=== design 1 ===
<file path="config.mk">
export PLATFORM = sky130hd
export DESIGN_NAME = pipeline_stall_ctrl
export DESIGN_NICKNAME = d
export VERILOG_FILES = /design/src/rtl/pipeline_stall_ctrl.sv
export SDC_FILE = /design/constraint.sdc
export NUM_CORES = 1
export LEC_CHECK = 0
export CAP_MARGIN = 10
export CORE_MARGIN = 2
export CORE_UTILIZATION = 47
export CTS_BUF_LIST = sky130_fd_sc_hd__clkbuf_8 sky130_fd_sc_hd__clkbuf_16
export CTS_CLUSTER_DIAMETER = 100
export DETAILED_ROUTE_END_ITERATION = 8
export PLACE_DENSITY = 0.95
export SYNTH_ARGS = -nofsm -noshare
export SYNTH_HDL_FRONTEND = slang
export SYNTH_SLANG_ARGS = --single-unit
</file>
<file path="constraint.sdc">
create_clock -name clk -period 2.53 [get_ports clk]
set_input_delay 0.253 -clock clk [delete_from_list [all_inputs] [get_ports clk]]
set_output_delay 0.253 -clock clk [all_outputs]
set_load 0.03 [all_outputs]
</file>
<file path="src/rtl/pipeline_stall_ctrl.sv">
// ---------------------------------------------------------------------------
// pipeline_stall_ctrl
//
// Owns the IF/ID pipeline register and arbitrates the RAW-hazard stall
// request against the EX-stage branch redirect. It gates the PC write,
// selects the branch target, and tells the ID/EX register when to load a
// bubble. It also keeps saturating stall/flush event counters and a sticky
// flag for stall runs longer than the pipeline allows.
//
// Ports
//   clk              clock, rising edge
//   rst_n            asynchronous active-low reset
//   stall            hazard request (combinational, same cycle)
//   branch_taken_ex  EX-stage taken branch / jump
//   if_pc, if_instr  PC and instruction currently in IF
//   if_valid         IF holds a real instruction
//   pc_we            PC register write enable        (combinational)
//   pc_sel           1 = branch target, 0 = PC+4      (combinational)
//   ex_bubble        ID/EX loads a NOP with valid=0   (combinational)
//   id_pc, id_instr, id_valid   registered IF/ID contents
//   stall_cnt        honored stall cycles, saturating
//   flush_cnt        branch redirects, saturating
//   stall_err        sticky, stall run exceeded MAX_STALL
// ---------------------------------------------------------------------------
module pipeline_stall_ctrl #(
    parameter int              XLEN      = 32,
    parameter int              MAX_STALL = 3,
    parameter int              CNT_W     = 16,
    parameter logic [XLEN-1:0] NOP_INSTR = 32'h0000_0013
) (
    input  logic             clk,
    input  logic             rst_n,
    input  logic             stall,
    input  logic             branch_taken_ex,
    input  logic [XLEN-1:0]  if_pc,
    input  logic [XLEN-1:0]  if_instr,
    input  logic             if_valid,
    output logic             pc_we,
    output logic             pc_sel,
    output logic [XLEN-1:0]  id_pc,
    output logic [XLEN-1:0]  id_instr,
    output logic             id_valid,
    output logic             ex_bubble,
    output logic [CNT_W-1:0] stall_cnt,
    output logic [CNT_W-1:0] flush_cnt,
    output logic             stall_err
);

    localparam int               RUN_W     = $clog2(MAX_STALL + 2);
    localparam logic [RUN_W-1:0] RUN_LIMIT = RUN_W'(MAX_STALL);

    typedef enum logic [1:0] {
        ST_RUN   = 2'b00,
        ST_STALL = 2'b01,
        ST_FLUSH = 2'b10
    } state_t;

    state_t           state;
    logic [RUN_W-1:0] run_cnt;
    logic             stall_hon;

    function automatic logic [CNT_W-1:0] sat_inc_cnt(input logic [CNT_W-1:0] v);
        return (&v) ? v : v + CNT_W'(1);
    endfunction

    function automatic logic [RUN_W-1:0] sat_inc_run(input logic [RUN_W-1:0] v);
        return (&v) ? v : v + RUN_W'(1);
    endfunction

    // A stall against an empty ID slot has nothing to protect, and a branch
    // squashes the stalled instruction anyway. FLUSH always has an empty ID
    // slot; the explicit state term keeps that guarantee independent of it.
    assign stall_hon = stall & id_valid & ~branch_taken_ex & (state != ST_FLUSH);

    assign pc_we     = branch_taken_ex | ~stall_hon;
    assign pc_sel    = branch_taken_ex;
    assign ex_bubble = branch_taken_ex | stall_hon | ~id_valid;

    // IF -> ID boundary: IF/ID register, state, run counter and event counters
    always_ff @(posedge clk or negedge rst_n) begin
        if (!rst_n) begin
            state     <= ST_RUN;
            run_cnt   <= '0;
            id_pc     <= '0;
            id_instr  <= NOP_INSTR;
            id_valid  <= 1'b0;
            stall_cnt <= '0;
            flush_cnt <= '0;
            stall_err <= 1'b0;
        end else if (branch_taken_ex) begin
            state     <= ST_FLUSH;
            run_cnt   <= '0;
            id_pc     <= if_pc;
            id_instr  <= NOP_INSTR;
            id_valid  <= 1'b0;
            flush_cnt <= sat_inc_cnt(flush_cnt);
        end else if (stall_hon) begin
            // IF/ID holds; the stall is never broken here, only reported.
            state     <= ST_STALL;
            run_cnt   <= sat_inc_run(run_cnt);
            stall_cnt <= sat_inc_cnt(stall_cnt);
            if (run_cnt == RUN_LIMIT) begin
                stall_err <= 1'b1;
            end
        end else begin
            state     <= ST_RUN;
            run_cnt   <= '0;
            id_pc     <= if_pc;
            id_instr  <= if_valid ? if_instr : NOP_INSTR;
            id_valid  <= if_valid;
        end
    end

endmodule

</file>
### Metal 1, design 1

Cells faint in the background.
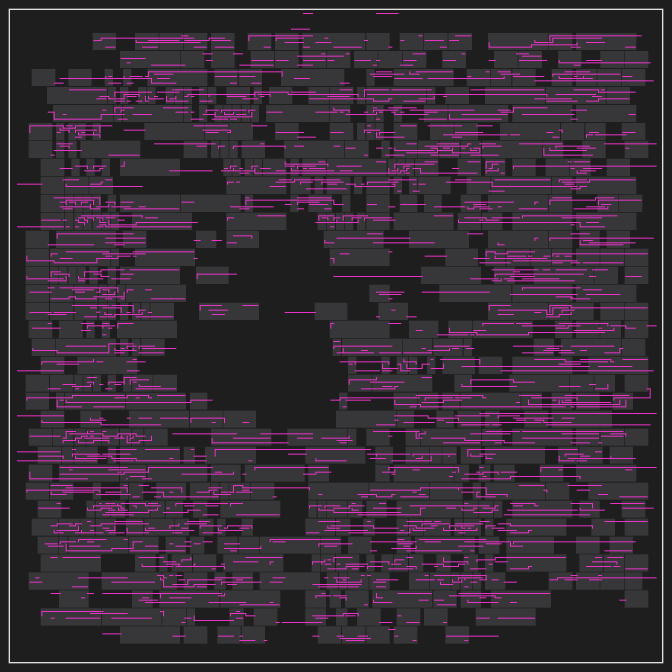
share of all routed wire = 41%
wire length on this layer = 4370 µm
Total Routed Length: 10.6 mm
met1 GRT Util: 28.3%
Via Count: 3501

### Met2 routing, design 1

Bar = 20 µm.
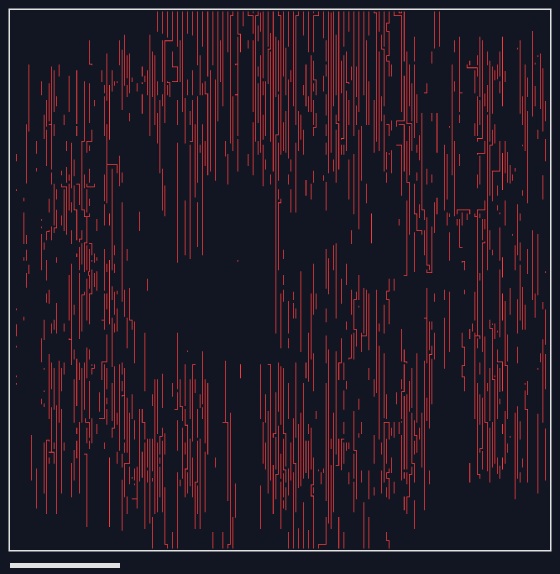
wire length on this layer = 5380 µm
longest straight run = 36.2 µm
share of all routed wire = 51%
met2 Use GR: 36.7%

### M3 wires, design 1

Bar = 20 µm.
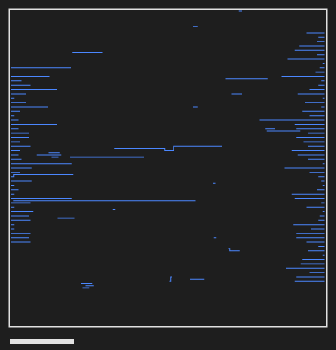
wire length on this layer = 742 µm
nets with wire on the layer = 114
GRT met3 Usage: 5.53%

==> results.json <==
{
  "status": "complete, no violations",
  "synth_top_flop_cell": "dfrtp_1",
  "ys_cells": 377,
  "r2r_end": "stall_cnt[1]",
  "crit_path_cell_trace": "nand2b_1 -> and2_1 -> nand2b_1 -> clkdlybuf4s50_1",
  "power.density_nw_per_um2": 612,
  "crit_fanout": 3,
  "async_flop_share_pct": 100,
  "htreeDepth": 3,
  "clock_path_buffers": 2,
  "clkTransAtPathRegs_ps": 90,
  "cts_inserted_buffers": 9,
  "antenna_cells": 0,
  "postRouteAntennaNets": 0,
  "yosysWarnings": 0,
  "crit_family": "buffers and inverters",
  "comb_power_mw": 0.917,
  "syn_to_final_growth_pct": 48.6,
  "clkbuf_count": 9,
  "regArea_um2": 2580,
  "top_layer": "met4",
  "grt_pass1_vias": 3485,
  "core_um2": 8720,
  "start_kind": "flop",
  "power_leader": "sequential cells",
  "wl_met1_mm": 4.37,
  "cp.required_ps": 2280,
  "grt_max_degree": 56,
  "logic_gates": 252,
  "avgSynthCellArea_um2": 11.2,
  "reg2reg_depth": 6,
  "inverters": 5,
  "wl_met3_um": 742,
  "crit_path_top_delay_cell": "clkdlybuf4s50_1",
  "post-route-util_pct": 71.7,
  "setup_viol": 0,
  "crit_path_frequent_cell": "nand2b_1",
  "combinationalPowerShare_pct": 24.0,
  "die_w_um": 98.6,
  "logic_area_um2": 1550,
  "drtIter0Drc": 120,
  "place_inst": 646,
  "tightest_slew_ps": 568,
  "switching_power_mw": 1.18,
  "final_cells": 663,
  "finalClockSkew_ps": 9.47,
  "sh_seq_area_pct": 41.3,
  "adder_share_pct": 1.49,
  "initial_utilization_pct": 48.2,
  "largestClassByArea": "registers",
  "post_cts_buffers": 0,
  "aoi_share_pct": 8.27,
  "synthMuxAreaShare_pct": 0.506,
  "power_mw": 3.82,
  "seqPwrFrac_pct": 50.3,
  "reg2reg_slack_ps": 520,
  "rows": 34,
  "final_cell_mix": "clkdlybuf4s50_1 (168), nand2_1 (111), dfrtp_1 (100)",
  "die_area_um2": 9720,
  "busiest_layer": "met2",
  "syn-num-nets": 451,
  "swShare_pct": 30.8,
  "cp-end-kind": "output port",
  "nWellTaps": 108,
  "finalMaxSlewViolations": 0,
  "ios": 170
}
## worst reg2reg max path, stage by stage (launching register included)
cell and delay, ps:
dfrtp_1 470, ha_1 260, nand4_1 130, nor4_2 430, buf_4 240, nor2_1 70, mux2_2 300
## cells in the mapped netlist (2+ instances only)
| cell | n | area share, % |
|---|---|---|
| nand4_1 | 12 | 1.8 |
| o22a_1 | 3 | 0.62 |
| nor4_2 | 3 | 0.89 |
| and4_1 | 2 | 0.42 |
| buf_1 | 3 | 0.27 |
| and2_1 | 3 | 0.45 |
| inv_1 | 4 | 0.36 |
| nand2_1 | 111 | 9.9 |
| nor2_1 | 10 | 0.89 |
| a22o_1 | 29 | 6.0 |
| dfrtp_1 | 100 | 59 |
| nor3_1 | 6 | 0.71 |
| clkbuf_1 | 7 | 0.62 |
| nor3b_1 | 2 | 0.36 |
| nand3_1 | 10 | 1.2 |
| nor4_1 | 9 | 1.3 |
| xnor2_1 | 9 | 1.9 |
| buf_2 | 6 | 0.71 |
| nand2b_1 | 2 | 0.30 |
| dfstp_2 | 3 | 1.9 |
| ha_1 | 5 | 1.5 |
| xor2_1 | 22 | 4.6 |

=== design 2 ===
<file path="config.mk">
export PLATFORM = sky130hd
export DESIGN_NAME = gpr_sequencer
export DESIGN_NICKNAME = d
export VERILOG_FILES = /design/src/rtl/gpr_sequencer.sv
export SDC_FILE = /design/constraint.sdc
export NUM_CORES = 1
export LEC_CHECK = 0
export ABC_AREA = 1
export CORE_UTILIZATION = 56
export CTS_CLUSTER_DIAMETER = 150
export CTS_CLUSTER_SIZE = 30
export DETAILED_ROUTE_END_ITERATION = 6
export GPL_TIMING_DRIVEN = 0
export PLACE_DENSITY = 0.85
export SYNTH_ARGS = -nofsm -noshare
export SYNTH_HDL_FRONTEND = slang
export SYNTH_SLANG_ARGS = --single-unit
export TNS_END_PERCENT = 10
</file>
<file path="constraint.sdc">
create_clock -name clock -period 5 [get_ports clock]
set_clock_uncertainty 0.15 [all_clocks]
set_input_delay 0.75 -clock clock [delete_from_list [all_inputs] [get_ports clock]]
set_output_delay 0.75 -clock clock [all_outputs]
set_load 0.02 [all_outputs]
</file>
<file path="src/rtl/gpr_sequencer.sv">
// Multi-cycle micro-sequencer: decodes 8-bit instructions, drives a 4 x DATA_WIDTH
// register file through two read ports and one write port, and holds the ALU flags.
module gpr_sequencer #(
  parameter int DATA_WIDTH = 8
) (
  input  logic                  clock,
  input  logic                  reset,
  input  logic [7:0]            instr_data,
  input  logic                  instr_valid,
  output logic                  instr_ready,
  output logic [1:0]            read_address_1,
  output logic [1:0]            read_address_2,
  input  logic [DATA_WIDTH-1:0] read_data_1,
  input  logic [DATA_WIDTH-1:0] read_data_2,
  output logic [1:0]            write_address,
  output logic [DATA_WIDTH-1:0] write_data,
  output logic                  write_enable,
  output logic                  done,
  output logic                  zero_flag,
  output logic                  carry_flag,
  output logic [2:0]            debug_state
);

  // Handshake: a byte moves on a rising edge where instr_valid && instr_ready.
  // instr_ready is high only in IDLE (opcode byte) and IMM (immediate byte);
  // the source must hold instr_data stable until that edge.

  typedef enum logic [2:0] {
    S_IDLE  = 3'd0,
    S_READ  = 3'd1,
    S_EXEC  = 3'd2,
    S_IMM   = 3'd3,
    S_WRITE = 3'd4
  } state_t;

  localparam logic [1:0] OP_ADD  = 2'b00;
  localparam logic [1:0] OP_SUB  = 2'b01;
  localparam logic [1:0] OP_AND  = 2'b10;
  localparam logic [1:0] OP_MOVI = 2'b11;

  state_t                  state;
  state_t                  next_state;
  logic [7:0]              instr_q;
  logic [DATA_WIDTH-1:0]   op_a;
  logic [DATA_WIDTH-1:0]   op_b;
  logic [DATA_WIDTH:0]     sum_ext;
  logic [DATA_WIDTH:0]     diff_ext;
  logic [DATA_WIDTH-1:0]   alu_result;
  logic                    alu_carry;
  logic                    accept;

  assign instr_ready  = (state == S_IDLE) || (state == S_IMM);
  assign accept       = instr_valid && instr_ready;
  assign write_enable = (state == S_WRITE);
  assign done         = (state == S_WRITE);
  assign debug_state  = state;

  always_ff @(posedge clock or negedge reset) begin
    if (!reset) state <= S_IDLE;
    else        state <= next_state;
  end

  always_comb begin
    next_state = S_IDLE;
    case (state)
      S_IDLE: begin
        next_state = S_IDLE;
        if (accept) next_state = (instr_data[7:6] == OP_MOVI) ? S_IMM : S_READ;
      end
      S_READ:  next_state = S_EXEC;
      S_EXEC:  next_state = S_WRITE;
      S_IMM:   next_state = accept ? S_WRITE : S_IMM;
      S_WRITE: next_state = S_IDLE;
      default: next_state = S_IDLE;
    endcase
  end

  // Borrow for SUB is the top bit of the zero-extended difference (rs1 < rs2).
  assign sum_ext  = {1'b0, op_a} + {1'b0, op_b};
  assign diff_ext = {1'b0, op_a} - {1'b0, op_b};

  always_comb begin
    alu_result = '0;
    alu_carry  = 1'b0;
    case (instr_q[7:6])
      OP_ADD: begin
        alu_result = sum_ext[DATA_WIDTH-1:0];
        alu_carry  = sum_ext[DATA_WIDTH];
      end
      OP_SUB: begin
        alu_result = diff_ext[DATA_WIDTH-1:0];
        alu_carry  = diff_ext[DATA_WIDTH];
      end
      OP_AND: begin
        alu_result = op_a & op_b;
        alu_carry  = 1'b0;
      end
      default: begin
        alu_result = '0;
        alu_carry  = 1'b0;
      end
    endcase
  end

  // Read addresses load on the accept edge so they are already valid during READ;
  // write address/data load on the edge that enters WRITE and then hold.
  always_ff @(posedge clock or negedge reset) begin
    if (!reset) begin
      instr_q        <= '0;
      read_address_1 <= '0;
      read_address_2 <= '0;
      op_a           <= '0;
      op_b           <= '0;
      write_address  <= '0;
      write_data     <= '0;
      zero_flag      <= 1'b0;
      carry_flag     <= 1'b0;
    end else begin
      case (state)
        S_IDLE: begin
          if (accept) begin
            instr_q <= instr_data;
            if (instr_data[7:6] != OP_MOVI) begin
              read_address_1 <= instr_data[3:2];
              read_address_2 <= instr_data[1:0];
            end
          end
        end
        S_READ: begin
          op_a <= read_data_1;
          op_b <= read_data_2;
        end
        S_EXEC: begin
          write_address <= instr_q[5:4];
          write_data    <= alu_result;
          zero_flag     <= (alu_result == '0);
          carry_flag    <= alu_carry;
        end
        S_IMM: begin
          if (accept) begin
            write_address <= instr_q[5:4];
            write_data    <= DATA_WIDTH'(instr_data);
          end
        end
        default: ;
      endcase
    end
  end

endmodule
</file>
### Metal 1, design 2

Cells faint in the background.
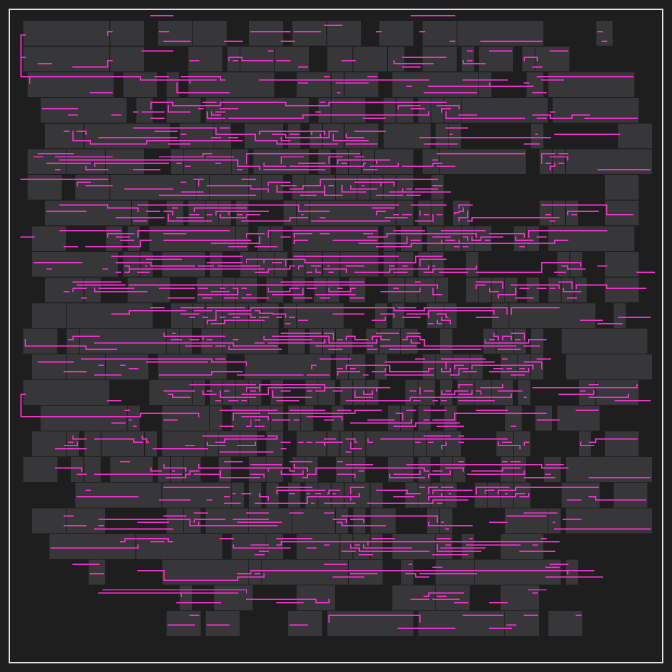
main direction = horizontal
wire length on this layer = 2590 µm
Total Routed Length: 5.60 mm
met1 GRT Util: 32.9%
Via Count: 2319

==> results.json <==
{
  "combinationalPowerShare_pct": 67.3,
  "grt_pass1_wl_mm": 9.72,
  "final_cells": 435,
  "drt-wirelength-per-cell_um": 12.9,
  "adder_share_pct": 10.0,
  "powerClk_mw": 0.210,
  "tool_warnings": 35,
  "grt_util_all_layers_pct": 25.2,
  "initial_utilization_pct": 57.9,
  "top_regs": "op_a: 8 flops, op_b: 8 flops, write_data: 8 flops",
  "top_cell_area_share_pct": 38.7,
  "largest_area_cell": "dfrtp_1",
  "aoi_share_pct": 9.87,
  "antenna_found_initial": 0,
  "die_w_um": 69.1,
  "die_h_um": 69.1,
  "htreeDepth": 2,
  "synth_flops": 39,
  "drc": 0,
  "setup_slack_ps": 2080,
  "syn_to_final_growth_pct": 24.8,
  "crit_path_frequent_cell": "inv_1",
  "simple_gate_area_share_pct": 28.2,
  "switching_power_mw": 1.20,
  "place_inst": 427,
  "ir_drop_mv": 0.355,
  "tightest_slew_ps": 852,
  "yosysWarnings": 0,
  "crit_path_cell_trace": "inv_1 -> nor2_4 -> inv_1 -> nor2_4 -> inv_1 -> nand2_1 -> clkdlybuf4s50_1",
  "critical-path-max-stage-delay_ps": 610,
  "mostFrequentLayoutCell": "nand2_1",
  "worstPathArrival_ps": 2020,
  "status": "complete, no violations",
  "swShare_pct": 49.6,
  "synthMuxAreaShare_pct": 5.36,
  "ctsResizeCount": 0,
  "top_cells_by_count": "nand2_1 (95), dfrtp_1 (39), inv_1 (37)",
  "grt_overflow": 0,
  "power.density_nw_per_um2": 770,
  "synth_top_flop_cell": "dfrtp_1",
  "p_int_mw": 1.22,
  "drive_gt1_share_pct": 11.2,
  "drtIter0Drc": 128,
  "ctsHoldBuffers": 0,
  "maxCapViolations": 0,
  "grt_pass1_vias": 2199,
  "top_layer": "met4",
  "yosys.cell_count.top_type": "nand2_1",
  "yosysUniqueCellTypes": 29,
  "max_freq_mhz": 343,
  "leakage_nw": 1.56,
  "yosys_area_um2": 2520,
  "antenna_cells": 0,
  "routabilityCongestion": 0.891,
  "hold_viol_final": 0,
  "rows": 24,
  "postRouteAntennaNets": 0,
  "wl_met2_mm": 2.70,
  "finalMaxSlewViolations": 0,
  "numPortBuffers": 48,
  "start_kind": "flop",
  "place_ws_ps": 2430,
  "grt_use_met2_pct": 42.4
}
## final timing paths
check                                        end      startpoint  cells past startpoint  slack (ps)
worst max-delay path                 instr_ready  debug_state[1]                      7        2080
worst min-delay path                  carry_flag      carry_flag                      2         330
worst max register to register         zero_flag         op_a[0]                     12        2760
worst min register to register        carry_flag      carry_flag                      2         330
max in group asynchronous                op_b[7]           reset                      1        3760
min in group asynchronous       write_address[0]           reset                      1         410
## through the flow
| stage | instance area [µm²] | utilization [%] | hold slack, ps | total power, mW |
|---|---|---|---|---|
| 2_1_floorplan | 2520 | - | 292 | 1.73 |
| 4_1_cts | 3150 | 72.3 | 339 | 2.41 |
| 3_3_place_gp | 3070 | 70.5 | 313 | 2.14 |
| 5_1_grt | 3150 | 72.3 | 359 | 2.65 |
| 3_5_place_dp | 3060 | 70.3 | 320 | 2.19 |
| 6_report | 3150 | 72.3 | 334 | 2.42 |
## cell type report
type                            count  area [µm²]  area share, %
Sequential cell                    39         976           31.0
Clock inverter                      2        12.5          0.397
Timing Repair Buffer               48         475           15.1
Buffer                              6        41.3           1.31
Tap cell                           52        65.1           2.07
Clock buffer                        6        72.6           2.31
Multi-Input combinational cell    240        1350           42.8
Inverter                           42         158           5.01

=== design 3 ===
**config.mk**
```make
export PLATFORM = sky130hd
export DESIGN_NAME = dark_channel_row_min
export DESIGN_NICKNAME = d
export VERILOG_FILES = /design/src/rtl/dcp_pkg.sv /design/src/rtl/rgb_min3.sv /design/src/rtl/dark_channel_row_min.sv
export SDC_FILE = /design/constraint.sdc
export NUM_CORES = 1
export LEC_CHECK = 0
export CAP_MARGIN = 20
export CORE_UTILIZATION = 65
export CTS_BUF_LIST = sky130_fd_sc_hd__clkbuf_2
export DETAILED_ROUTE_END_ITERATION = 16
export PLACE_DENSITY = 0.95
export SLEW_MARGIN = 20
export SYNTH_ARGS = -nofsm -noshare
export SYNTH_HDL_FRONTEND = slang
export SYNTH_SLANG_ARGS = --single-unit
```
**constraint.sdc**
```tcl
create_clock -name clk -period 87.1 [get_ports clk]
set_input_delay 13.065 -clock clk [delete_from_list [all_inputs] [get_ports clk]]
set_output_delay 13.065 -clock clk [all_outputs]
set_load 0.01 [all_outputs]
```
**src/rtl/dcp_pkg.sv**
```systemverilog
// Shared constants and FSM encoding for the dark-channel row-minimum stage.
// The top and the channel-minimum sub-module take their default widths from here.
package dcp_pkg;

    localparam int DW = 8;
    localparam logic [DW-1:0] PIX_ONES = {DW{1'b1}};

    typedef enum logic [0:0] {
        RUN   = 1'b0,
        FLUSH = 1'b1
    } state_t;

endpackage

```
**src/rtl/rgb_min3.sv**
```systemverilog
// Purely combinational unsigned minimum of three samples.
// Reduces one RGB pixel to its darkest channel.
module rgb_min3 #(
    parameter int DW = dcp_pkg::DW
) (
    input  logic [DW-1:0] a_i,
    input  logic [DW-1:0] b_i,
    input  logic [DW-1:0] c_i,
    output logic [DW-1:0] min_o
);

    logic [DW-1:0] ab_min;

    always_comb begin
        ab_min = (a_i < b_i) ? a_i : b_i;
        min_o  = (ab_min < c_i) ? ab_min : c_i;
    end

endmodule

```
**src/rtl/dark_channel_row_min.sv**
```systemverilog
// Streaming per-row dark channel: min(R,G,B) per pixel, then the minimum over a
// centred WIN-pixel horizontal window truncated at the line edges.
module dark_channel_row_min #(
    parameter int DW  = dcp_pkg::DW,
    parameter int WIN = 15
) (
    input  logic          clk,
    input  logic          rst,
    input  logic          in_valid,
    output logic          in_ready,
    input  logic [DW-1:0] in_r,
    input  logic [DW-1:0] in_g,
    input  logic [DW-1:0] in_b,
    input  logic          in_sol,
    input  logic          in_eol,
    output logic          out_valid,
    input  logic          out_ready,
    output logic [DW-1:0] out_dark,
    output logic          out_sol,
    output logic          out_eol
);

    import dcp_pkg::state_t;
    import dcp_pkg::RUN;
    import dcp_pkg::FLUSH;

    localparam int HALF = (WIN - 1) / 2;
    localparam int FCW  = $clog2(HALF + 1);
    localparam logic [DW-1:0] ONES = {DW{1'b1}};

    typedef struct packed {
        logic [DW-1:0] val;
        logic          vld;
        logic          sol;
        logic          eol;
    } entry_t;

    // An empty slot carries all-ones so it is neutral for the minimum.
    localparam entry_t EMPTY = '{val: ONES, vld: 1'b0, sol: 1'b0, eol: 1'b0};

    entry_t         win_q [WIN];
    entry_t         win_d [WIN];
    entry_t         head_e;
    state_t         state_q, state_d;
    logic [FCW-1:0] fc_q, fc_d;
    logic           out_valid_q, out_valid_d;
    logic [DW-1:0]  out_dark_q, out_dark_d;
    logic           out_sol_q, out_sol_d;
    logic           out_eol_q, out_eol_d;

    logic [DW-1:0]  pix_min;
    logic [DW-1:0]  win_min;
    logic           adv;
    logic           accept;
    logic           flush_shift;
    logic           shift;

    rgb_min3 #(.DW(DW)) u_rgb_min3 (
        .a_i   (in_r),
        .b_i   (in_g),
        .c_i   (in_b),
        .min_o (pix_min)
    );

    // A stalled output register freezes the whole stage, including the window.
    assign adv         = !out_valid_q || out_ready;
    assign in_ready    = adv && (state_q == RUN) && !rst;
    assign accept      = in_valid && in_ready;
    assign flush_shift = adv && (state_q == FLUSH);
    assign shift       = accept || flush_shift;

    // NOTE: every always_comb output gets a default first so no path leaves it unassigned (no latch).
    always_comb begin
        head_e = EMPTY;
        if (accept) begin
            head_e = '{val: pix_min, vld: 1'b1, sol: in_sol, eol: in_eol};
        end

        for (int k = 0; k < WIN; k++) begin
            win_d[k] = win_q[k];
        end

        if (shift) begin
            win_d[0] = head_e;
            for (int k = 1; k < WIN; k++) begin
                // A new line start discards everything left from the previous line.
                win_d[k] = (accept && in_sol) ? EMPTY : win_q[k-1];
            end
        end
    end

    always_comb begin
        win_min = ONES;
        for (int k = 0; k < WIN; k++) begin
            if (win_d[k].vld && (win_d[k].val < win_min)) begin
                win_min = win_d[k].val;
            end
        end
    end

    always_comb begin
        out_valid_d = out_valid_q;
        out_dark_d  = out_dark_q;
        out_sol_d   = out_sol_q;
        out_eol_d   = out_eol_q;
        if (adv) begin
            out_valid_d = shift && win_d[HALF].vld;
            if (shift) begin
                out_dark_d = win_min;
                out_sol_d  = win_d[HALF].sol;
                out_eol_d  = win_d[HALF].eol;
            end
        end
    end

    // After the last pixel, HALF empty entries push the line tail through the centre.
    always_comb begin
        state_d = state_q;
        fc_d    = fc_q;
        unique case (state_q)
            RUN: begin
                if (accept && in_eol) begin
                    state_d = FLUSH;
                    fc_d    = FCW'(HALF);
                end
            end
            FLUSH: begin
                if (adv) begin
                    fc_d = fc_q - FCW'(1);
                    if (fc_q == FCW'(1)) begin
                        state_d = RUN;
                    end
                end
            end
            default: begin
                state_d = RUN;
                fc_d    = '0;
            end
        endcase
    end

    // NOTE: sequential state uses non-blocking assignments only; the window is a
    // register array, so it is cleared on reset like any other state.
    always_ff @(posedge clk or posedge rst) begin
        if (rst) begin
            for (int k = 0; k < WIN; k++) begin
                win_q[k] <= EMPTY;
            end
            state_q     <= RUN;
            fc_q        <= '0;
            out_valid_q <= 1'b0;
            out_dark_q  <= '0;
            out_sol_q   <= 1'b0;
            out_eol_q   <= 1'b0;
        end else begin
            win_q       <= win_d;
            state_q     <= state_d;
            fc_q        <= fc_d;
            out_valid_q <= out_valid_d;
            out_dark_q  <= out_dark_d;
            out_sol_q   <= out_sol_d;
            out_eol_q   <= out_eol_d;
        end
    end

    assign out_valid = out_valid_q;
    assign out_dark  = out_dark_q;
    assign out_sol   = out_sol_q;
    assign out_eol   = out_eol_q;

endmodule

```
### Metal 1, design 3

Cells faint in the background.
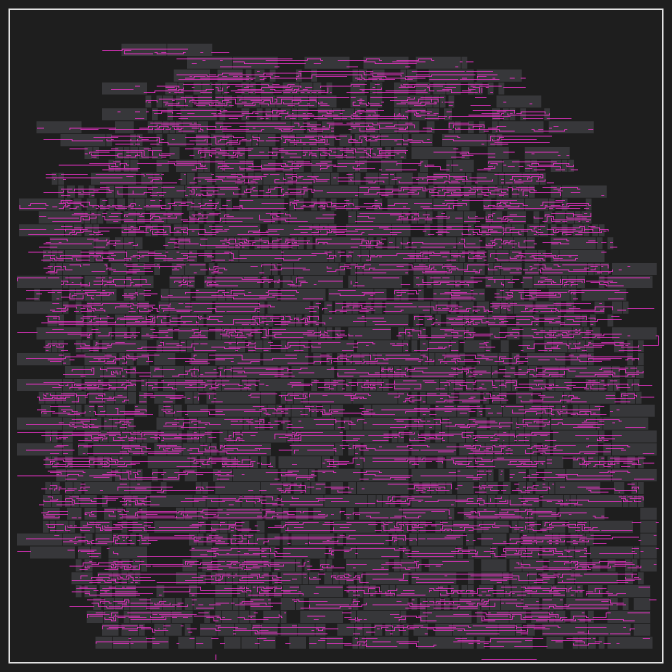
longest straight run = 36.8 µm
share of all routed wire = 43%
main direction = horizontal
nets with wire on the layer = 1538
wire length on this layer = 12300 µm
met1 GRT Util: 40.2%
Total Routed Length: 28.8 mm
Via Count: 10900

### Met2 routing, design 3

Bar = 50 µm.
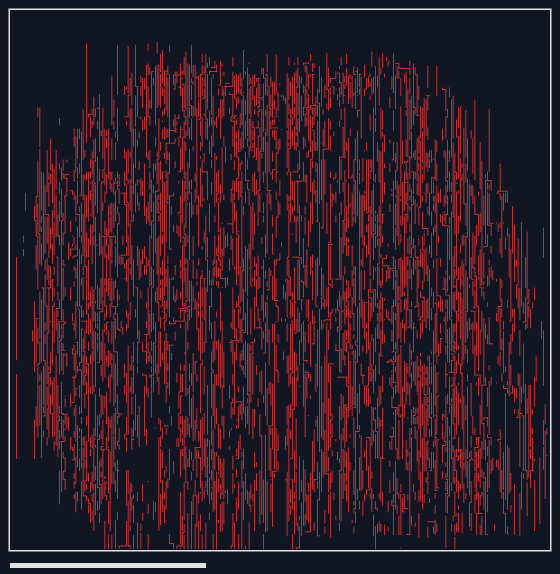
share of all routed wire = 50%
main direction = vertical
longest straight run = 38.1 µm
met2 Use GR: 56.2%

### M3 wires, design 3

Bar = 50 µm.
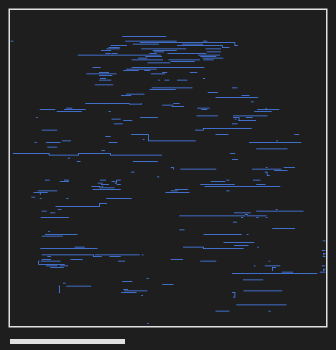
longest straight run = 41.2 µm
wire length on this layer = 1580 µm
main direction = horizontal
nets with wire on the layer = 163
share of all routed wire = 5.5%
GRT met3 Usage: 5.63%

==> results.json <==
{
  "hold_path_depth": 2,
  "setup_viol": 0,
  "syn_inst": 1482,
  "max_freq_mhz": 21.4,
  "synthMuxAreaShare_pct": 5.23,
  "hold_slack_ps": 524,
  "relSlewSlack_pct": 40.2,
  "xor_share_pct": 0.0733,
  "tool_warnings": 27,
  "worstPathArrival_ps": 47460,
  "drt-wirelength-per-cell_um": 16.7,
  "grt_pass1_vias": 10600,
  "final.period_utilization_pct": 53.7,
  "avgSynthCellArea_um2": 8.07,
  "cts_tree": "built",
  "busiest_layer": "met2",
  "syn-num-nets": 1602,
  "post-route-util_pct": 70.6,
  "yosys_area_um2": 12000,
  "clock_latency_ps": 770,
  "crit_fanout": 16,
  "wl_met1_mm": 12.3,
  "drtIter0Drc": 981,
  "synth.area.top_cells": "dfstp_2 (26%), nand2_1 (12%), ha_1 (9.4%)",
  "cp.required_ps": 87790,
  "status": "complete, no violations",
  "crit_path_top_delay_cell": "a21oi_1",
  "grt_util_all_layers_pct": 32.4,
  "dr.pass1.iters": 5,
  "synth_top_flop_cell": "dfstp_2",
  "simple_gate_area_share_pct": 25.1,
  "postRouteAntennaNets": 0,
  "final_area_um2": 12700,
  "finalClockSkew_ps": 62.1,
  "cp-endpoint": "out_dark[6]",
  "tightest_slew_ps": 897,
  "synth_flops": 164,
  "wl_met3_mm": 1.58,
  "ctsResizeCount": 0,
  "syn_to_final_growth_pct": 6.51,
  "final_cells": 1728,
  "r2r_end": "out_dark[6]",
  "layout.nets": 1605,
  "clkTransAtPathRegs_ps": 300,
  "core_um2": 18000,
  "aoi_share_pct": 18.1,
  "postSynthSeqShare_pct": 35.6,
  "hp-class": "reg -> reg",
  "place_ws_ps": 39940,
  "vias_per_cell": 6.33,
  "die_w_um": 138,
  "top_cells_by_count": "nand2_1 (367), dfstp_2 (120), inv_1 (109)",
  "top_cell_area_share_pct": 26.4,
  "period_minus_slack_ps": 46770,
  "cp-end-kind": "flop",
  "yosysWarnings": 0,
  "drc": 0,
  "maxCapViolations": 0,
  "routabilityCongestion": 0.903,
  "die_h_um": 138,
  "clock_sinks": 164,
  "setup_slack_ps": 40330,
  "crit_family": "AND-OR/OR-AND gates",
  "wl_met2_mm": 14.3,
  "largest_area_cell": "dfstp_2",
  "hold_viol_final": 0
}
## registers in the layout, indices dropped and copies added (netlist names)
signal,count
out_dark,8
out_valid,1
win_q,149
out_eol,1
state_q,1
fc_q,3
out_sol,1
## layout by cell type (no fill, tap or decap), types with 37 or more instances in the layout
cell type,n
dfrtp_1,44
nand3_1,94
nor2_1,72
nand2_1,367
ha_1,90
dfstp_2,120
o21ai_0,61
mux2i_1,45
inv_1,108
a21oi_1,90
clkdlybuf4s50_1,41
and3_1,37
## cell type report
class / count / area (µm²) / area share, %
multi-input combinational: 1142 / 7040 / 55.3
sequential: 164 / 4250 / 33.4
timing repair buffer: 51 / 485 / 3.81
inverter: 109 / 414 / 3.25
tap: 229 / 287 / 2.25
clock inverter: 14 / 161 / 1.27
clock buffer: 18 / 90.1 / 0.707
antenna: 1 / 2.50 / 0.0197

=== design 4 ===
### Clock nets, design 4

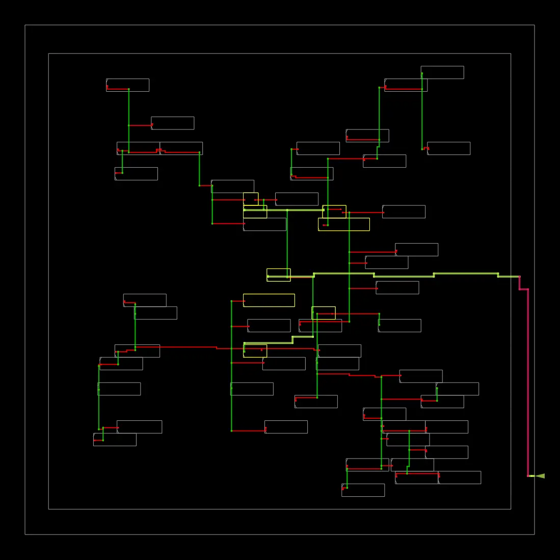
### Metal 1, design 4

Cells faint in the background.
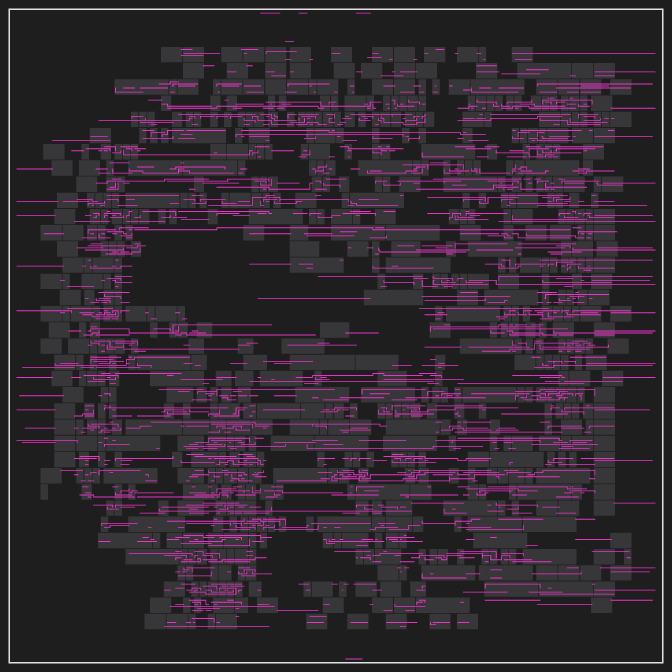
`src/rtl/sent_pkg.sv`:
```
// Shared SENT definitions: channel-format codes, scheduler state encoding
// and the default watchdog limit.
package sent_pkg;

    localparam logic [1:0] FMT_SERIAL   = 2'b00;
    localparam logic [1:0] FMT_ENHANCED = 2'b01;
    localparam logic [1:0] FMT_FAST     = 2'b10;
    localparam logic [1:0] FMT_ILLEGAL  = 2'b11;

    localparam int          SENT_TIMEOUT_W       = 20;
    localparam logic [19:0] SENT_TIMEOUT_DEFAULT = 20'd600000;

    typedef enum logic [1:0] {
        ST_IDLE    = 2'd0,
        ST_LAUNCH  = 2'd1,
        ST_WAIT    = 2'd2,
        ST_RELEASE = 2'd3
    } sched_state_t;

endpackage

```
`src/rtl/sent_rr_arbiter.sv`:
```
// Combinational round-robin pick: first requester above ptr wins, wrapping
// around. The pointer register is owned by the caller.
module sent_rr_arbiter #(
    parameter int N     = 4,
    parameter int IDX_W = 2
) (
    input  logic [N-1:0]     req,
    input  logic [IDX_W-1:0] ptr,
    output logic [N-1:0]     gnt,
    output logic [IDX_W-1:0] idx,
    output logic             valid
);

    logic [IDX_W-1:0] cand;

    always_comb begin
        gnt   = '0;
        idx   = '0;
        valid = 1'b0;
        cand  = '0;
        for (int i = 1; i <= N; i++) begin
            cand = IDX_W'((int'(ptr) + i) % N);
            if (!valid && req[cand]) begin
                valid     = 1'b1;
                gnt[cand] = 1'b1;
                idx       = cand;
            end
        end
    end

endmodule

```
`src/rtl/sent_tx_scheduler.sv`:
```
// Round-robin front end sharing one SENT transmitter among NUM_REQ requesters.
// Optional watchdog abort is built when SENT_SCHED_WATCHDOG_EN is defined.
//
// state      | meaning
// -----------+---------------------------------------------------------
// ST_IDLE    | no grant; arbitrate and latch the winner's configuration
// ST_LAUNCH  | pulse tx_enable_o, or flag an illegal format
// ST_WAIT    | sequence running; wait for tx_idle_i rising edge
// ST_RELEASE | drop the grant and advance the round-robin pointer
module sent_tx_scheduler
    import sent_pkg::*;
#(
    parameter int                    NUM_REQ        = 4,
    parameter int                    TIMEOUT_W      = SENT_TIMEOUT_W,
    parameter logic [TIMEOUT_W-1:0]  TIMEOUT_CYCLES = TIMEOUT_W'(SENT_TIMEOUT_DEFAULT)
) (
    input  logic                  clk_tx,
    input  logic                  reset_tx,
    input  logic [NUM_REQ-1:0]    req_i,
    input  logic [2*NUM_REQ-1:0]  req_format_i,
    input  logic [8*NUM_REQ-1:0]  req_id_i,
    input  logic [16*NUM_REQ-1:0] req_data_i,
    input  logic [NUM_REQ-1:0]    req_pause_i,
    input  logic [NUM_REQ-1:0]    req_config_i,
    output logic [NUM_REQ-1:0]    gnt_o,
    output logic [NUM_REQ-1:0]    done_o,
    output logic [NUM_REQ-1:0]    err_o,
    output logic                  busy_o,
    output logic                  tx_enable_o,
    output logic [1:0]            tx_channel_format_o,
    output logic [7:0]            tx_id_o,
    output logic [15:0]           tx_data_bit_field_o,
    output logic                  tx_optional_pause_o,
    output logic                  tx_config_bit_o,
    input  logic                  tx_idle_i,
    output logic                  tx_abort_o
);

    localparam int IDX_W = $clog2(NUM_REQ);

    sched_state_t state, state_nxt;

    logic [IDX_W-1:0]   ptr, win_idx, arb_idx;
    logic [NUM_REQ-1:0] arb_gnt;
    logic               arb_valid;
    logic               idle_q, idle_rise, wd_expired;
    logic               grant_en, launch_en, illegal_en, done_en, abort_en, release_en;

    logic [1:0]  sel_fmt;
    logic [7:0]  sel_id;
    logic [15:0] sel_data;
    logic        sel_pause, sel_cfg;

    sent_rr_arbiter #(.N(NUM_REQ), .IDX_W(IDX_W)) u_arb (
        .req   (req_i),
        .ptr   (ptr),
        .gnt   (arb_gnt),
        .idx   (arb_idx),
        .valid (arb_valid)
    );

    always_comb begin
        sel_fmt   = '0;
        sel_id    = '0;
        sel_data  = '0;
        sel_pause = 1'b0;
        sel_cfg   = 1'b0;
        for (int i = 0; i < NUM_REQ; i++) begin
            if (arb_gnt[i]) begin
                sel_fmt   = req_format_i[2*i +: 2];
                sel_id    = req_id_i[8*i +: 8];
                sel_data  = req_data_i[16*i +: 16];
                sel_pause = req_pause_i[i];
                sel_cfg   = req_config_i[i];
            end
        end
    end

    // The transmitter drops idle on start, so only a fresh rise ends WAIT.
    assign idle_rise = tx_idle_i & ~idle_q;
    assign busy_o    = (state != ST_IDLE);

    always_ff @(posedge clk_tx or posedge reset_tx) begin
        if (reset_tx) state <= ST_IDLE;
        else          state <= state_nxt;
    end

    always_comb begin
        state_nxt  = state;
        grant_en   = 1'b0;
        launch_en  = 1'b0;
        illegal_en = 1'b0;
        done_en    = 1'b0;
        abort_en   = 1'b0;
        release_en = 1'b0;
        case (state)
            ST_IDLE: begin
                if (arb_valid) begin
                    grant_en  = 1'b1;
                    state_nxt = ST_LAUNCH;
                end
            end
            ST_LAUNCH: begin
                if (tx_channel_format_o == FMT_ILLEGAL) begin
                    illegal_en = 1'b1;
                    state_nxt  = ST_RELEASE;
                end else begin
                    launch_en = 1'b1;
                    state_nxt = ST_WAIT;
                end
            end
            ST_WAIT: begin
                if (idle_rise) begin
                    done_en   = 1'b1;
                    state_nxt = ST_RELEASE;
                end else if (wd_expired) begin
                    abort_en  = 1'b1;
                    state_nxt = ST_RELEASE;
                end
            end
            ST_RELEASE: begin
                release_en = 1'b1;
                state_nxt  = ST_IDLE;
            end
            default: state_nxt = ST_IDLE;
        endcase
    end

    always_ff @(posedge clk_tx or posedge reset_tx) begin
        if (reset_tx) begin
            ptr                 <= IDX_W'(NUM_REQ - 1);
            win_idx             <= '0;
            idle_q              <= 1'b0;
            gnt_o               <= '0;
            done_o              <= '0;
            err_o               <= '0;
            tx_enable_o         <= 1'b0;
            tx_channel_format_o <= '0;
            tx_id_o             <= '0;
            tx_data_bit_field_o <= '0;
            tx_optional_pause_o <= 1'b0;
            tx_config_bit_o     <= 1'b0;
        end else begin
            idle_q      <= tx_idle_i;
            tx_enable_o <= launch_en;
            done_o      <= done_en ? gnt_o : '0;
            err_o       <= (illegal_en | abort_en) ? gnt_o : '0;
            if (grant_en) begin
                gnt_o               <= arb_gnt;
                win_idx             <= arb_idx;
                tx_channel_format_o <= sel_fmt;
                tx_id_o             <= sel_id;
                tx_data_bit_field_o <= sel_data;
                tx_optional_pause_o <= sel_pause;
                tx_config_bit_o     <= sel_cfg;
            end
            if (release_en) begin
                gnt_o <= '0;
                ptr   <= win_idx;
            end
        end
    end

`ifdef SENT_SCHED_WATCHDOG_EN
    // Down-counter loaded at launch; terminal count fires on WAIT cycle TIMEOUT_CYCLES.
    logic [TIMEOUT_W-1:0] wd_cnt;

    always_ff @(posedge clk_tx or posedge reset_tx) begin
        if (reset_tx) begin
            wd_cnt     <= '0;
            tx_abort_o <= 1'b0;
        end else begin
            tx_abort_o <= abort_en;
            if (launch_en)
                wd_cnt <= TIMEOUT_CYCLES - TIMEOUT_W'(1);
            else if (state == ST_WAIT && wd_cnt != '0)
                wd_cnt <= wd_cnt - TIMEOUT_W'(1);
        end
    end

    assign wd_expired = (state == ST_WAIT) && (wd_cnt == '0);
`else
    assign wd_expired = 1'b0;
    assign tx_abort_o = 1'b0;
`endif

endmodule
```
`config.mk`:
```
export PLATFORM = sky130hd
export DESIGN_NAME = sent_tx_scheduler
export DESIGN_NICKNAME = d
export VERILOG_FILES = /design/src/rtl/sent_pkg.sv /design/src/rtl/sent_rr_arbiter.sv /design/src/rtl/sent_tx_scheduler.sv
export SDC_FILE = /design/constraint.sdc
export NUM_CORES = 1
export LEC_CHECK = 0
export ABC_AREA = 1
export CORE_MARGIN = 5
export CORE_UTILIZATION = 35
export CTS_CLUSTER_SIZE = 10
export DETAILED_ROUTE_END_ITERATION = 6
export HOLD_SLACK_MARGIN = 0.15
export PLACE_DENSITY = 0.7
export SETUP_SLACK_MARGIN = 0.3
export SLEW_MARGIN = 20
export SYNTH_ARGS = -nofsm -noshare
export SYNTH_HDL_FRONTEND = slang
export SYNTH_SLANG_ARGS = --single-unit
```
`constraint.sdc`:
```
create_clock -name clk_tx -period 3 [get_ports clk_tx]
set_clock_uncertainty 0.1 [all_clocks]
set_input_delay 0.6 -clock clk_tx [delete_from_list [all_inputs] [get_ports clk_tx]]
set_output_delay 0.6 -clock clk_tx [all_outputs]
set_load 0.01 [all_outputs]
```
==> results.json <==
{
  "grt_use_met3_pct": 4.40,
  "clock_path_buffers": 2,
  "syn_inst": 543,
  "setup_slack_ps": 493,
  "reg2reg_depth": 15,
  "crit_fanout": 15,
  "status": "complete, no violations",
  "crit_start": "ptr[1]",
  "n_fill_cell": 931,
  "numPortBuffers": 160,
  "synth_top_flop_cell": "dfrtp_1",
  "largest_area_cell": "dfrtp_1",
  "maxCapViolations": 0,
  "edf_count": 0,
  "crit_family": "simple AND/OR/NAND/NOR gates",
  "yosysWarnings": 0,
  "power_leader": "combinational cells",
  "setup_viol": 0,
  "power.density_nw_per_um2": 1150,
  "powerClk_mw": 0.579,
  "post_cts_buffers": 3,
  "powerSeq_mw": 1.07,
  "async_flop_share_pct": 100,
  "syn-cell-area_um2": 3460,
  "sh_seq_area_pct": 22.1,
  "drc": 0,
  "leakage_nw": 2.82,
  "wl_met2_mm": 5.78,
  "synth.area.top_cells": "dfrtp_1 (33%), nand2_1 (25%), a21oi_1 (13%)",
  "antenna_found_initial": 0
}
Notes on 'Clock nets' of design 4 above:
Clock Sinks: 48
Flops: 48
Num CTS Buffers: 5
# clk buffers: 5

Notes on 'Metal 1' of design 4 above:
share of all routed wire = 41%
wire length on this layer = 4960 µm
Via Count: 3973
Total Routed Length: 12.0 mm
met1 GRT Util: 23.6%

==> flip-flops by register name (all words and copies together), names as in the netlist <==
signal / cells
tx_enable_o: 1
ptr: 2
win_idx: 2
tx_config_bit_o: 1
done_o: 4
err_o: 4
tx_optional_pause_o: 1
idle_q: 1
gnt_o: 4
tx_channel_format_o: 2
state: 2
tx_data_bit_field_o: 16
tx_id_o: 8
==> metrics by stage <==
step / utilization [%] / cells / hold WS [ps]
after global routing: 56.0 / 832 / 410
after detailed placement: 53.3 / 818 / 364
after floorplan: - / 543 / 352
final: 56.0 / 832 / 384
after CTS: 55.4 / 830 / 387
after global placement: 53.3 / 818 / 361
==> synth_stat cells (3+ instances only) <==
library cell,instances
nor3_1,3
dfrtp_1,46
nand2_1,233
buf_2,9
nand3_2,3
ha_1,12
clkbuf_1,5
inv_1,75
nand3_1,10
o21ai_0,8
buf_4,9
nand4_1,5
nor2_1,11
buf_6,5
nand2_2,3
a21oi_1,92
==> kinds of logic (layout without fill, tap and decap cells) <==
group	count (synthesis)	count (layout)	synth area share, %
compound gates	107	107	15.9
buf+inv	105	261	13.8
simple gates	270	270	31.1
fa+ha+maj	12	12	4.33
flops	48	48	34.7
other cells	1	1	0.108


==> notes/layouts.md <==
Pictures saved along the way, in no particular order.

Clock nets.
Plate I
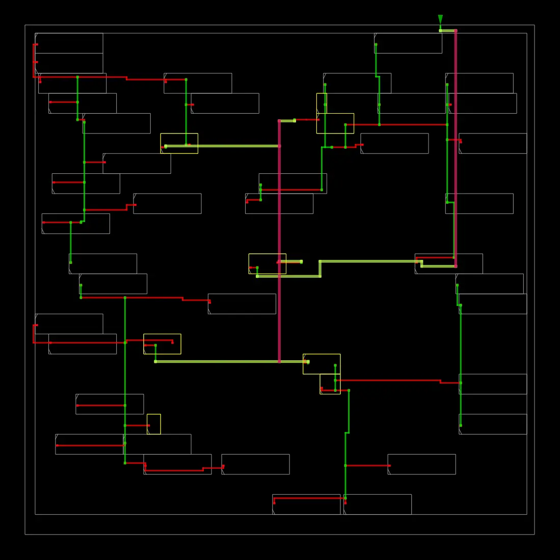
Plate II
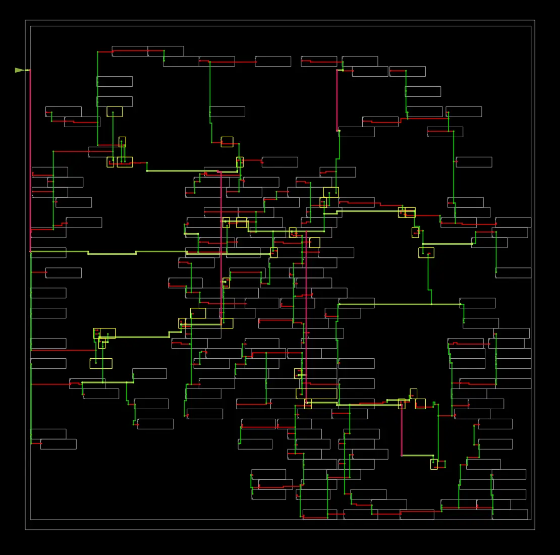
Plate III
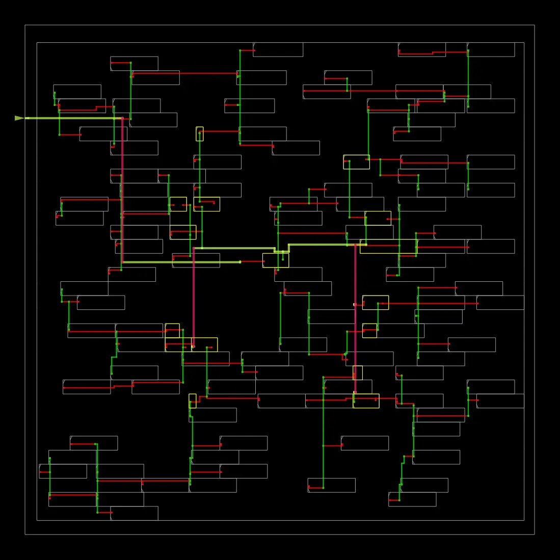
- design 2 = Plate I
- design 3 = Plate II
- design 1 = Plate III
- most sequential cells: Plate II
- fewest sequential cells: Plate I

No activity file was given, so power comes from the tool's default toggle rates.
